######## block 1 ########
Fig. 1: block 1, supply network
The bar under the picture is 10 um long. Pins as bars on the die edge. Tap cells in gray.
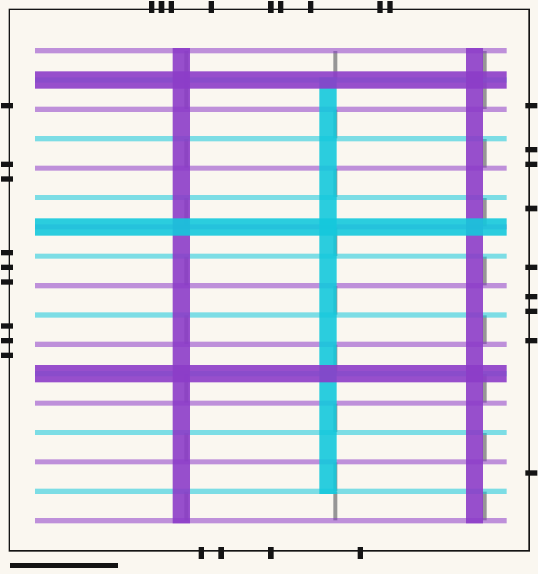

`config.mk`:
```
export PLATFORM = sky130hd
export DESIGN_NAME = jk_mod_counter
export DESIGN_NICKNAME = d
export VERILOG_FILES = /design/src/rtl/jk_mod_counter.sv
export SDC_FILE = /design/constraint.sdc
export NUM_CORES = 1
export LEC_CHECK = 0
export ABC_CLOCK_PERIOD_IN_PS = 8200
export CAP_MARGIN = 5
export CORE_AREA = 2 2 46 48
export CTS_BUF_LIST = sky130_fd_sc_hd__clkbuf_4
export CTS_CLUSTER_DIAMETER = 80
export DETAILED_ROUTE_END_ITERATION = 6
export DIE_AREA = 0 0 48 50
export PLACE_DENSITY_LB_ADDON = 0.25
export SLEW_MARGIN = 10
export SYNTH_ARGS = -nofsm -noshare
export SYNTH_HDL_FRONTEND = slang
export SYNTH_SLANG_ARGS = --single-unit
export TNS_END_PERCENT = 30
```
`constraint.sdc`:
```
create_clock -name clk -period 8.2 [get_ports clk]
set_input_delay 1.64 -clock clk [delete_from_list [all_inputs] [get_ports clk]]
set_output_delay 1.64 -clock clk [all_outputs]
set_load 0.02 [all_outputs]
```
`src/rtl/jk_mod_counter.sv`:
```
// jk_mod_counter: modulo up/down counter whose state register is built
// from per-bit JK flip-flops. The J/K excitation for each bit is derived
// combinationally from the desired next count, so the register itself only
// ever applies the JK rule (00 hold, 01 clear, 10 set, 11 toggle).
//
// Ports:
//   clk       rising-edge clock
//   rst       synchronous active-high reset
//   en        count enable
//   up        direction, 1 = up, 0 = down
//   load      synchronous parallel load strobe (beats en)
//   load_val  value written on load
//   max_cnt   terminal value; sequence is 0..max_cnt
//   q, qb     registered count and its registered complement
//   j_o, k_o  combinational J/K excitation applied at the next edge
//   tc        combinational terminal-count flag
//   wrap      registered pulse, high the cycle after an edge where tc was 1
module jk_mod_counter #(
    parameter int WIDTH = 4
) (
    input  logic             clk,
    input  logic             rst,
    input  logic             en,
    input  logic             up,
    input  logic             load,
    input  logic [WIDTH-1:0] load_val,
    input  logic [WIDTH-1:0] max_cnt,
    output logic [WIDTH-1:0] q,
    output logic [WIDTH-1:0] qb,
    output logic [WIDTH-1:0] j_o,
    output logic [WIDTH-1:0] k_o,
    output logic             tc,
    output logic             wrap
);

    localparam logic [WIDTH-1:0] ZERO_C = {WIDTH{1'b0}};
    localparam logic [WIDTH-1:0] ONES_C = {WIDTH{1'b1}};
    localparam logic [WIDTH-1:0] ONE_C  = {{(WIDTH-1){1'b0}}, 1'b1};

    logic [WIDTH-1:0] q_r;
    logic [WIDTH-1:0] qb_r;
    logic             wrap_r;
    logic [WIDTH-1:0] nxt_s;
    logic [WIDTH-1:0] j_s;
    logic [WIDTH-1:0] k_s;
    logic             tc_s;

    // JK characteristic equation applied bitwise: Q+ = J&~Q | ~K&Q.
    function automatic logic [WIDTH-1:0] jk_apply(
        input logic [WIDTH-1:0] cur,
        input logic [WIDTH-1:0] j,
        input logic [WIDTH-1:0] k
    );
        jk_apply = (j & ~cur) | (~k & cur);
    endfunction

    // Next count value; out-of-range states (only reachable by load) fold
    // back into the legal range: up goes to 0, down goes to max_cnt.
    always_comb begin
        nxt_s = q_r;
        if (up) begin
            if (q_r >= max_cnt) begin
                nxt_s = ZERO_C;
            end else begin
                nxt_s = q_r + ONE_C;
            end
        end else begin
            if ((q_r == ZERO_C) || (q_r > max_cnt)) begin
                nxt_s = max_cnt;
            end else begin
                nxt_s = q_r - ONE_C;
            end
        end
    end

    // J/K excitation and terminal count with priority rst > load > en.
    always_comb begin
        j_s  = ZERO_C;
        k_s  = ZERO_C;
        tc_s = 1'b0;
        if (rst) begin
            j_s  = ZERO_C;
            k_s  = ZERO_C;
            tc_s = 1'b0;
        end else if (load) begin
            j_s  = load_val;
            k_s  = ~load_val;
            tc_s = 1'b0;
        end else if (en) begin
            // Toggle exactly the bits that differ between q and the next count.
            j_s  = q_r ^ nxt_s;
            k_s  = q_r ^ nxt_s;
            tc_s = up ? (q_r >= max_cnt) : (q_r == ZERO_C);
        end else begin
            j_s  = ZERO_C;
            k_s  = ZERO_C;
            tc_s = 1'b0;
        end
    end

    // State, complement and wrap registers.
    always_ff @(posedge clk) begin
        if (rst) begin
            q_r    <= ZERO_C;
            qb_r   <= ONES_C;
            wrap_r <= 1'b0;
        end else begin
            q_r    <= jk_apply(q_r, j_s, k_s);
            qb_r   <= ~jk_apply(q_r, j_s, k_s);
            wrap_r <= tc_s;
        end
    end

    assign q    = q_r;
    assign qb   = qb_r;
    assign wrap = wrap_r;
    assign j_o  = j_s;
    assign k_o  = k_s;
    assign tc   = tc_s;

endmodule

```
######## block 2 ########
## config.mk

```make
export PLATFORM = sky130hd
export DESIGN_NAME = addtree_chan_sched
export DESIGN_NICKNAME = d
export VERILOG_FILES = /design/src/rtl/cnn_pkg.sv /design/src/rtl/sum_fifo.sv /design/src/rtl/addtree_chan_sched.sv
export SDC_FILE = /design/constraint.sdc
export NUM_CORES = 1
export LEC_CHECK = 0
export CAP_MARGIN = 20
export CORE_AREA = 2 2 339 341
export DETAILED_ROUTE_END_ITERATION = 6
export DIE_AREA = 0 0 341 343
export PLACE_DENSITY = 0.38
export SYNTH_ARGS = -nofsm -noshare
export SYNTH_HDL_FRONTEND = slang
export SYNTH_SLANG_ARGS = --single-unit
```

## constraint.sdc

```tcl
create_clock -name clk -period 4.3 [get_ports clk]
set_clock_uncertainty 0.15 [all_clocks]
set_input_delay 0.86 -clock clk [delete_from_list [all_inputs] [get_ports clk]]
set_output_delay 0.86 -clock clk [all_outputs]
set_load 0.01 [all_outputs]
```

## src/rtl/cnn_pkg.sv

```systemverilog
// Shared CNN datapath constants, scheduler state type and the saturating add used when
// ADDTREE_ACC_SAT_EN is defined.
package cnn_pkg;

  localparam int unsigned DATA_W = 16;
  localparam int unsigned N_IN   = 26;

  typedef enum logic [0:0] {
    ST_IDLE = 1'b0,
    ST_RUN  = 1'b1
  } sched_state_e;

  // Add at DATA_W+1 bits, clamp to the signed DATA_W range on overflow.
  function automatic logic [DATA_W-1:0] sat_add(input logic [DATA_W-1:0] a,
                                                input logic [DATA_W-1:0] b);
    logic [DATA_W:0] sum;
    sum = {a[DATA_W-1], a} + {b[DATA_W-1], b};
    if (sum[DATA_W] != sum[DATA_W-1]) begin
      sat_add = sum[DATA_W] ? {1'b1, {(DATA_W-1){1'b0}}} : {1'b0, {(DATA_W-1){1'b1}}};
    end else begin
      sat_add = sum[DATA_W-1:0];
    end
  endfunction

endpackage

```

## src/rtl/sum_fifo.sv

```systemverilog
// Completed-sum FIFO: DEPTH x WIDTH ring with occupancy count and a registered head
// (out_valid/out_data are flops loaded from the next-state ring contents).
module sum_fifo #(
  parameter int unsigned DEPTH = 4,
  parameter int unsigned WIDTH = 16,
  parameter int unsigned CNT_W = $clog2(DEPTH + 1)
) (
  input  logic             clk,
  input  logic             rst_n,
  input  logic             push,
  input  logic [WIDTH-1:0] push_data,
  input  logic             pop,
  output logic             out_valid,
  output logic [WIDTH-1:0] out_data,
  output logic [CNT_W-1:0] count
);

  localparam int unsigned PtrW = $clog2(DEPTH);

  logic [WIDTH-1:0] mem_q [DEPTH];
  logic [WIDTH-1:0] mem_d [DEPTH];
  logic [PtrW-1:0]  wr_ptr_q, wr_ptr_d, rd_ptr_q, rd_ptr_d;
  logic [CNT_W-1:0] cnt_q, cnt_d;
  logic             head_valid_q, head_valid_d;
  logic [WIDTH-1:0] head_q, head_d;
  logic             pop_ok;

  assign pop_ok = pop & (cnt_q != '0);

  always_comb begin
    mem_d    = mem_q;
    wr_ptr_d = wr_ptr_q;
    rd_ptr_d = rd_ptr_q;
    cnt_d    = cnt_q;
    if (push) begin
      mem_d[wr_ptr_q] = push_data;
      wr_ptr_d        = wr_ptr_q + PtrW'(1);
    end
    if (pop_ok) begin
      rd_ptr_d = rd_ptr_q + PtrW'(1);
    end
    unique case ({push, pop_ok})
      2'b10:   cnt_d = cnt_q + CNT_W'(1);
      2'b01:   cnt_d = cnt_q - CNT_W'(1);
      default: cnt_d = cnt_q;
    endcase
    head_valid_d = (cnt_d != '0);
    head_d       = head_valid_d ? mem_d[rd_ptr_d] : head_q;
  end

  always_ff @(posedge clk or negedge rst_n) begin
    if (!rst_n) begin
      for (int i = 0; i < int'(DEPTH); i++) mem_q[i] <= '0;
      wr_ptr_q     <= '0;
      rd_ptr_q     <= '0;
      cnt_q        <= '0;
      head_valid_q <= 1'b0;
      head_q       <= '0;
    end else begin
      mem_q        <= mem_d;
      wr_ptr_q     <= wr_ptr_d;
      rd_ptr_q     <= rd_ptr_d;
      cnt_q        <= cnt_d;
      head_valid_q <= head_valid_d;
      head_q       <= head_d;
    end
  end

  assign out_valid = head_valid_q;
  assign out_data  = head_q;
  assign count     = cnt_q;

endmodule

```

## src/rtl/addtree_chan_sched.sv

```systemverilog
// Adder-tree issue scheduler and per-pixel channel accumulator with credit-gated sum FIFO.
// Optional feature macro: ADDTREE_ACC_SAT_EN (saturating accumulate instead of wrap).
module addtree_chan_sched
  import cnn_pkg::*;
#(
  parameter int unsigned C_IN       = 6,
  parameter int unsigned TREE_LAT   = 3,
  parameter int unsigned FIFO_DEPTH = 4
) (
  input  logic                   clk,
  input  logic                   rst_n,
  input  logic                   in_valid,
  output logic                   in_ready,
  input  logic [N_IN*DATA_W-1:0] in_data,
  output logic [N_IN*DATA_W-1:0] tree_in,
  input  logic [DATA_W-1:0]      tree_out,
  output logic                   out_valid,
  input  logic                   out_ready,
  output logic [DATA_W-1:0]      out_data,
  output logic                   busy
);

  localparam int unsigned CntW    = $clog2(FIFO_DEPTH + 1);
  localparam logic [7:0]  LastIdx = 8'(C_IN - 1);
  localparam logic [CntW:0] DepthC = (CntW + 1)'(FIFO_DEPTH);

  sched_state_e          state_q, state_d;
  logic [7:0]            beat_cnt_q, beat_cnt_d;
  logic [7:0]            res_cnt_q, res_cnt_d;
  logic [DATA_W-1:0]     acc_q, acc_d;
  logic [TREE_LAT-1:0]   vpipe_q, vpipe_d;
  logic [CntW-1:0]       reserved_q, reserved_d;
  logic                  ready_en_q;
  logic [CntW-1:0]       fifo_count;
  logic                  accept, reserve, has_credit, exit_valid;
  logic                  push, pop;
  logic [DATA_W-1:0]     push_data, sum_next;

  assign tree_in    = in_data;
  assign accept     = in_valid & in_ready;
  assign pop        = out_valid & out_ready;
  assign exit_valid = vpipe_q[TREE_LAT-1];
  assign has_credit = ({1'b0, fifo_count} + {1'b0, reserved_q}) < DepthC;

  // An open group already holds its FIFO slot, so RUN never waits on the consumer.
  always_comb begin
    in_ready = 1'b0;
    unique case (state_q)
      ST_IDLE: in_ready = ready_en_q & has_credit;
      ST_RUN:  in_ready = 1'b1;
      default: in_ready = 1'b0;
    endcase
  end

  always_comb begin
    state_d    = state_q;
    beat_cnt_d = beat_cnt_q;
    reserve    = 1'b0;
    unique case (state_q)
      ST_IDLE: begin
        if (accept) begin
          reserve = 1'b1;
          if (C_IN == 1) begin
            beat_cnt_d = 8'd0;
          end else begin
            beat_cnt_d = 8'd1;
            state_d    = ST_RUN;
          end
        end
      end
      ST_RUN: begin
        if (accept) begin
          if (beat_cnt_q == LastIdx) begin
            beat_cnt_d = 8'd0;
            state_d    = ST_IDLE;
          end else begin
            beat_cnt_d = beat_cnt_q + 8'd1;
          end
        end
      end
      default: state_d = ST_IDLE;
    endcase
  end

`ifdef ADDTREE_ACC_SAT_EN
  assign sum_next = sat_add(acc_q, tree_out);
`else
  assign sum_next = acc_q + tree_out;
`endif

  always_comb begin
    vpipe_d[0] = accept;
    for (int i = 1; i < int'(TREE_LAT); i++) vpipe_d[i] = vpipe_q[i-1];
    res_cnt_d = res_cnt_q;
    acc_d     = acc_q;
    push      = 1'b0;
    push_data = sum_next;
    if (exit_valid) begin
      if (res_cnt_q == LastIdx) begin
        push      = 1'b1;
        push_data = (res_cnt_q == 8'd0) ? tree_out : sum_next;
        res_cnt_d = 8'd0;
      end else if (res_cnt_q == 8'd0) begin
        acc_d     = tree_out;
        res_cnt_d = 8'd1;
      end else begin
        acc_d     = sum_next;
        res_cnt_d = res_cnt_q + 8'd1;
      end
    end
  end

  // A reservation moves into fifo_count when its sum is pushed.
  always_comb begin
    unique case ({reserve, push})
      2'b10:   reserved_d = reserved_q + CntW'(1);
      2'b01:   reserved_d = reserved_q - CntW'(1);
      default: reserved_d = reserved_q;
    endcase
  end

  always_ff @(posedge clk or negedge rst_n) begin
    if (!rst_n) begin
      state_q    <= ST_IDLE;
      beat_cnt_q <= 8'd0;
      res_cnt_q  <= 8'd0;
      acc_q      <= '0;
      vpipe_q    <= '0;
      reserved_q <= '0;
      ready_en_q <= 1'b0;
    end else begin
      state_q    <= state_d;
      beat_cnt_q <= beat_cnt_d;
      res_cnt_q  <= res_cnt_d;
      acc_q      <= acc_d;
      vpipe_q    <= vpipe_d;
      reserved_q <= reserved_d;
      ready_en_q <= 1'b1;
    end
  end

  sum_fifo #(
    .DEPTH (FIFO_DEPTH),
    .WIDTH (DATA_W),
    .CNT_W (CntW)
  ) u_sum_fifo (
    .clk       (clk),
    .rst_n     (rst_n),
    .push      (push),
    .push_data (push_data),
    .pop       (pop),
    .out_valid (out_valid),
    .out_data  (out_data),
    .count     (fifo_count)
  );

  assign busy = (state_q == ST_RUN) | (|vpipe_q) | (reserved_q != '0) | (fifo_count != '0);

endmodule

```

######## block 3 ########
## config.mk

```make
export PLATFORM = sky130hd
export DESIGN_NAME = lif_param_sender
export DESIGN_NICKNAME = d
export VERILOG_FILES = /design/src/rtl/lif_pkg.sv /design/src/rtl/lif_piso_shift24.sv /design/src/rtl/lif_param_sender.sv
export SDC_FILE = /design/constraint.sdc
export NUM_CORES = 1
export LEC_CHECK = 0
export ABC_AREA = 1
export CAP_MARGIN = 20
export CORE_AREA = 3 3 64 51
export DETAILED_ROUTE_END_ITERATION = 8
export DIE_AREA = 0 0 67 54
export HOLD_SLACK_MARGIN = 0.1
export PLACE_DENSITY_LB_ADDON = 0.08
export SYNTH_ARGS = -nofsm -noshare
export SYNTH_HDL_FRONTEND = slang
export SYNTH_SLANG_ARGS = --single-unit
```

## constraint.sdc

```tcl
create_clock -name clk -period 1.7 [get_ports clk]
set_input_delay 0.34 -clock clk [delete_from_list [all_inputs] [get_ports clk]]
set_output_delay 0.34 -clock clk [all_outputs]
set_load 0.005 [all_outputs]
```

## src/rtl/lif_pkg.sv

```systemverilog
// lif_pkg: frame layout and FSM state encoding shared by the LIF parameter
// sender and the parameter-loader receiver.
//   Frame (24 bits, MSB first on the wire):
//     [23:16] weight byte    = {5'b0, weight[2:0]}
//     [15:8]  leak byte      = {6'b0, leak[1:0]}
//     [7:0]   threshold byte = threshold[7:0]
package lif_pkg;

  localparam int FRAME_BITS = 24;
  localparam int WEIGHT_W   = 3;
  localparam int LEAK_W     = 2;
  localparam int THR_W      = 8;
  localparam int CNT_W      = $clog2(FRAME_BITS);

  // Bit positions of each field inside the frame.
  localparam int WEIGHT_LSB = 16;
  localparam int LEAK_LSB   = 8;
  localparam int THR_LSB    = 0;

  typedef enum logic [1:0] {
    ST_IDLE     = 2'd0,
    ST_PREAMBLE = 2'd1,
    ST_SHIFT    = 2'd2,
    ST_GAP      = 2'd3
  } lif_state_e;

  function automatic logic [FRAME_BITS-1:0] lif_pack_frame(
    input logic [WEIGHT_W-1:0] weight,
    input logic [LEAK_W-1:0]   leak,
    input logic [THR_W-1:0]    thr
  );
    return {5'b0, weight, 6'b0, leak, thr};
  endfunction

endpackage

```

## src/rtl/lif_piso_shift24.sv

```systemverilog
// lif_piso_shift24: parallel-load frame register with a down-counting bit
// pointer. bit_o is the frame bit currently selected (MSB first).
//   clk, reset : clock, synchronous active-high reset
//   load_i     : capture frame_i
//   frame_i    : frame to send
//   arm_i      : point at the MSB (FRAME_BITS-1)
//   step_i     : advance to the next lower bit (saturates at 0)
//   bit_o      : frame[pointer]
//   last_o     : pointer is at bit 0
module lif_piso_shift24
  import lif_pkg::*;
(
  input  logic                  clk,
  input  logic                  reset,
  input  logic                  load_i,
  input  logic [FRAME_BITS-1:0] frame_i,
  input  logic                  arm_i,
  input  logic                  step_i,
  output logic                  bit_o,
  output logic                  last_o
);

  logic [FRAME_BITS-1:0] frame_q;
  logic [CNT_W-1:0]      cnt_q;

  always_ff @(posedge clk) begin
    if (reset) begin
      frame_q <= '0;
      cnt_q   <= '0;
    end else begin
      if (load_i) frame_q <= frame_i;
      if (arm_i)
        cnt_q <= CNT_W'(FRAME_BITS - 1);
      else if (step_i && cnt_q != '0)
        cnt_q <= cnt_q - 1'b1;
    end
  end

  assign bit_o  = frame_q[cnt_q];
  assign last_o = (cnt_q == '0);

endmodule

```

## src/rtl/lif_param_sender.sv

```systemverilog
// lif_param_sender: serialises one {weight, leak, threshold} parameter frame
// to the parameter-loader receiver. One preamble tick (load_enable high, data
// idle), 24 data ticks MSB first, then GAP_TICKS ticks with load_enable low.
//   clk, reset      : clock, synchronous active-high reset
//   tick            : bit-rate enable; the frame only advances on tick cycles
//   start           : request a frame (accepted in IDLE when done is low)
//   weight_in/leak_in/threshold_in : parameters latched on the accept cycle
//   serial_data_out : registered serial data
//   load_enable_out : registered frame-valid strobe
//   busy            : frame in progress
//   done            : one-clk pulse on the final gap tick
//   start_dropped   : one-clk pulse when start is ignored
module lif_param_sender
  import lif_pkg::*;
#(
  parameter int   GAP_TICKS = 2,
  parameter logic IDLE_DATA = 1'b0
) (
  input  logic                clk,
  input  logic                reset,
  input  logic                tick,
  input  logic                start,
  input  logic [WEIGHT_W-1:0] weight_in,
  input  logic [LEAK_W-1:0]   leak_in,
  input  logic [THR_W-1:0]    threshold_in,
  output logic                serial_data_out,
  output logic                load_enable_out,
  output logic                busy,
  output logic                done,
  output logic                start_dropped
);

  localparam int GAP_W = $clog2(GAP_TICKS + 1);

  lif_state_e       state_q, state_d;
  logic [GAP_W-1:0] gap_q, gap_d;
  logic             sdo_q, sdo_d;
  logic             le_q, le_d;
  logic             busy_q, busy_d;
  logic             done_q, done_d;
  logic             drop_q, drop_d;
  logic             load, arm, step;
  logic             shift_bit, shift_last;

  lif_piso_shift24 u_piso (
    .clk     (clk),
    .reset   (reset),
    .load_i  (load),
    .frame_i (lif_pack_frame(weight_in, leak_in, threshold_in)),
    .arm_i   (arm),
    .step_i  (step),
    .bit_o   (shift_bit),
    .last_o  (shift_last)
  );

  always_ff @(posedge clk) begin
    if (reset) begin
      state_q <= ST_IDLE;
      gap_q   <= '0;
      sdo_q   <= IDLE_DATA;
      le_q    <= 1'b0;
      busy_q  <= 1'b0;
      done_q  <= 1'b0;
      drop_q  <= 1'b0;
    end else begin
      state_q <= state_d;
      gap_q   <= gap_d;
      sdo_q   <= sdo_d;
      le_q    <= le_d;
      busy_q  <= busy_d;
      done_q  <= done_d;
      drop_q  <= drop_d;
    end
  end

  always_comb begin
    state_d = state_q;
    gap_d   = gap_q;
    sdo_d   = sdo_q;
    le_d    = le_q;
    busy_d  = busy_q;
    done_d  = 1'b0;
    // The done cycle is already idle, but a start there is still refused so
    // a new frame always needs start while both busy and done are low.
    drop_d  = start && (busy_q || done_q);
    load    = 1'b0;
    arm     = 1'b0;
    step    = 1'b0;
    unique case (state_q)
      ST_IDLE: begin
        if (start && !done_q) begin
          load    = 1'b1;
          busy_d  = 1'b1;
          state_d = ST_PREAMBLE;
        end
      end
      ST_PREAMBLE: begin
        if (tick) begin
          le_d    = 1'b1;
          sdo_d   = IDLE_DATA;
          arm     = 1'b1;
          state_d = ST_SHIFT;
        end
      end
      ST_SHIFT: begin
        if (tick) begin
          le_d  = 1'b1;
          sdo_d = shift_bit;
          step  = 1'b1;
          // Bit 0 goes out on this tick; the next tick already belongs to GAP.
          if (shift_last) begin
            state_d = ST_GAP;
            gap_d   = GAP_W'(GAP_TICKS);
          end
        end
      end
      ST_GAP: begin
        if (tick) begin
          le_d  = 1'b0;
          sdo_d = IDLE_DATA;
          gap_d = gap_q - 1'b1;
          if (gap_q == GAP_W'(1)) begin
            done_d  = 1'b1;
            busy_d  = 1'b0;
            gap_d   = '0;
            state_d = ST_IDLE;
          end
        end
      end
      default: state_d = ST_IDLE;
    endcase
  end

  assign serial_data_out = sdo_q;
  assign load_enable_out = le_q;
  assign busy            = busy_q;
  assign done            = done_q;
  assign start_dropped   = drop_q;

endmodule

```

Fig. 2: block 2, where the registers sit
The bar under the picture is 100 um long. Other sequential cells in the stronger gray, the rest of the logic in the fainter gray.
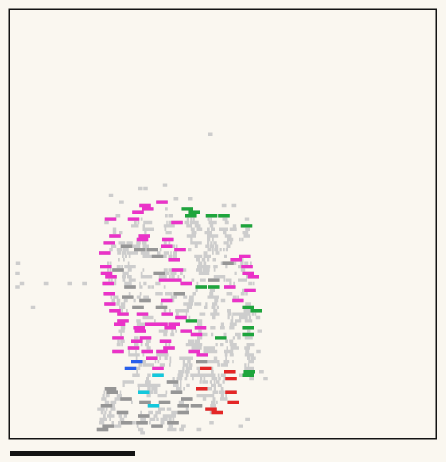
Red is `res_cnt_q`, placed flops 8, where bottom middle. Green is `acc_q`, placed flops 16. Blue is `u_sum_fifo.rd_ptr_q`, placed flops 2. Cyan is `u_sum_fifo.count`, placed flops 3. Magenta is `u_sum_fifo.mem_q`, placed flops 64.
Another 35 sequential cells are not colored.

==> Slide: Implementation Results, block 2 <==
Implementation Results

Logic synthesis
  • Sequential-to-total area share from yosys stat: 31.6%
  • Chip Area, Yosys: 10100 um2

Run
  • Max capacitance violation total: 0

Setup path
  • CP Class: register to register

Power and ir drop
  • Static leakage: 3.74 nW
  • NetSw: 3.09 mW
  • Clk pwr share: 19.4%
  • Clock-net power: 1.38 mW

Clock network
  • H-tree depth: 4
  • Clock sinks: 128

Layout
  • Most common logic cell in the routed design: dfrtp_1
  • Share of layout cells above drive strength 1: 11.4%

Run status
  • Outcome: finished clean

Final timing
  • Post-route setup slack: 0.560 ns
  • Setup Viol. Count Final: 0

Detailed routing
  • Routed WL: 39300 um
-- block 2: critical path: stages, from the launching register on --
cell and delay, ns:
dfrtp_1 0.42, inv_1 0.11, ha_1 0.16, nor4bb_1 0.39, nand2_1 0.20, ha_1 0.28, inv_1 0.07, fa_1 0.41
mux2i_1 0.24, nor4_2 0.09, buf_4 0.18, nor2_1 0.40, buf_4 0.23, o2111ai_1 0.09, and3b_1 0.21
-- block 2: cell type report --
type	count	share of cell area, %
multi-input cells	551	35.8
flip-flops and latches	128	32.1
well taps	1512	18.9
repair buffers	75	6.60
clock buffers	27	5.03
inverters	29	1.09
clock inverters	5	0.526
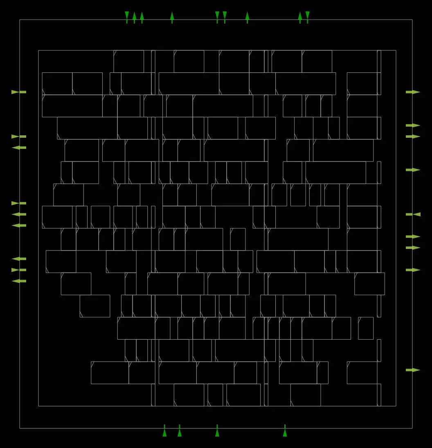
Fig. 3. Placed standard cells (block 1).
flop count: 9
sequential share of cell area: 14.5%

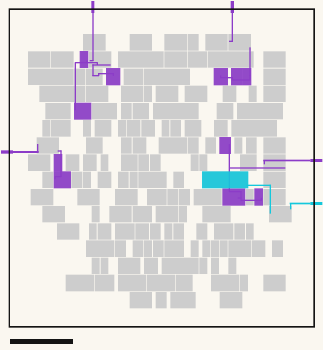
Fig. 4. Port wiring (block 1).
The bar under the picture is 10 um long.
Purple is `load_val`, bits 4, direction input, end cells 11, buffers 4, wire 85.7 um. Cyan is `wrap`, bits 1, direction output, end cells 1, buffers 1, wire 11.9 um.

About Fig. 1:
Purple is VSS. Cyan is VDD.
The core has 16 rows. 31 signal pins sit on the boundary.

==> Slide: Implementation Results, block 1 <==
Implementation Results

Run status
  • Outcome: finished clean

Place
  • Buffers on Ports: 30

Clock network
  • Worst-case clock buffer depth: 2
  • Clock root buffer: clkbuf_4

Setup path
  • R2r worst-path depth: 7
  • Reg2Reg Setup Slack: 5.88 ns
  • Crit-path max FO: 4

Global route
  • Routing usage on met1: 31.1%

Layout
  • Register area: 180 um2
  • Largest class: logic gates
  • Comb_multi_in: 100
  • Most common logic cell in the routed design: clkdlybuf4s50_1

Detailed routing
  • Met3 routed WL: 195 um

Final timing
  • RSZ-0062 raised after global routing: no
  • Post-route setup slack: 2.03 ns
  • Worst slew margin: 61.5%
block 1: synth_stat cells, types with 2 or more instances:
cell type,number
a21oi_1,6
a311o_1,2
a311oi_1,3
a31oi_1,3
a32o_1,2
clkbuf_1,3
dfxtp_1,9
ha_1,7
inv_1,8
nand2_1,16
nand2b_1,3
nand3_1,5
nor2_1,8
nor2b_1,4
nor3_1,11
o211ai_1,4
o21ai_0,4
or3_1,2
xor2_1,2
block 1: state kept, by name, indices dropped and copies added, names as in the netlist:
name / cells
wrap: 1
q: 4
qb: 4
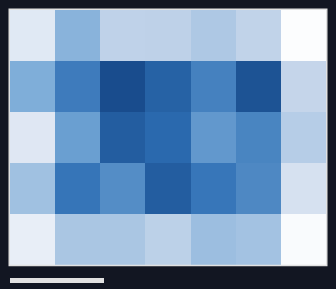
Fig. 5. Placement density heat map (block 3).
The bar under the picture is 20 um long. 7 x 5 tiles, from white (low) to dark blue (high), 0 to 100% covered.
17% of the tiles are over 75% full. The fullest tile reaches 89%. The densest ninth of the die: middle. The mean over all tiles is 46%. 2.9% of the tiles are nearly empty.

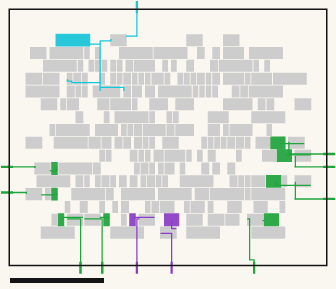
Fig. 6. Port wiring (block 3).
The bar under the picture is 20 um long.
Cyan is `done`, bits 1, direction output, end cells 1, buffers 1, wire 36.4 um. Purple is `leak_in`, bits 2, direction input, end cells 2, buffers 2, wire 25.5 um. Green is `threshold_in`, bits 8, direction input, end cells 8, buffers 8, wire 103 um.

==> Slide: Implementation Results, block 3 <==
Implementation Results

Run status
  • Outcome: finished clean

Setup path
  • CP Class: register to output pin
  • Crit path DRT: 1.36 ns

Logic synthesis
  • Number of synthesized flops with an enable pin: 0
  • Top cells by count, synth: 31 x nand2_1, 30 x nor2_1, 27 x dfxtp_1, 15 x inv_1, 12 x nand3_1
  • Syn Inst Count: 190
  • Post-synth net total: 213
  • Logic family by area: simple AND/OR/NAND/NOR gates

Detailed routing
  • Via density: 4.86
  • Top sig layer: met4

Floorplan
  • Die area: 3620 um2

Layout
  • Area growth syn-to-layout: 20.1%
  • Largest register FFs: 13
  • Register area: 541 um2
  • Largest class: logic gates

Clock network
  • Clock root buffer: clkbuf_8
  • Clk latency of the worst-skew pair: 0.27 ns

Global route
  • First-pass GRT wire length: 4930 um
  • Global route hottest layer: met2

Place
  • Buffers on Ports: 21

Final timing
  • Final Critical Period: 1.59 ns

Hold path
  • Min-delay src: u_piso.frame_q[1]
## block 3: worst paths after layout
check / to / slack, ns / cells past startpoint
worst min register to register: u_piso.frame_q[1] / 0.46 / 2
worst max-delay path: done / 0.11 / 1
worst min-delay path: u_piso.frame_q[1] / 0.46 / 2
worst max register to register: u_piso.frame_q[2] / 0.17 / 7
## block 3: power groups by stage
stage,clock (mW),combinational (mW),sequential [mW]
after CTS,0.377,1.25,0.913
after global placement,0,1.22,0.918
final,0.363,1.26,0.914
after global routing,0.400,1.42,0.933
after floorplan,0,1.00,0.903
after detailed placement,0,1.25,0.928

Power is estimated from default activity; no workload was simulated.
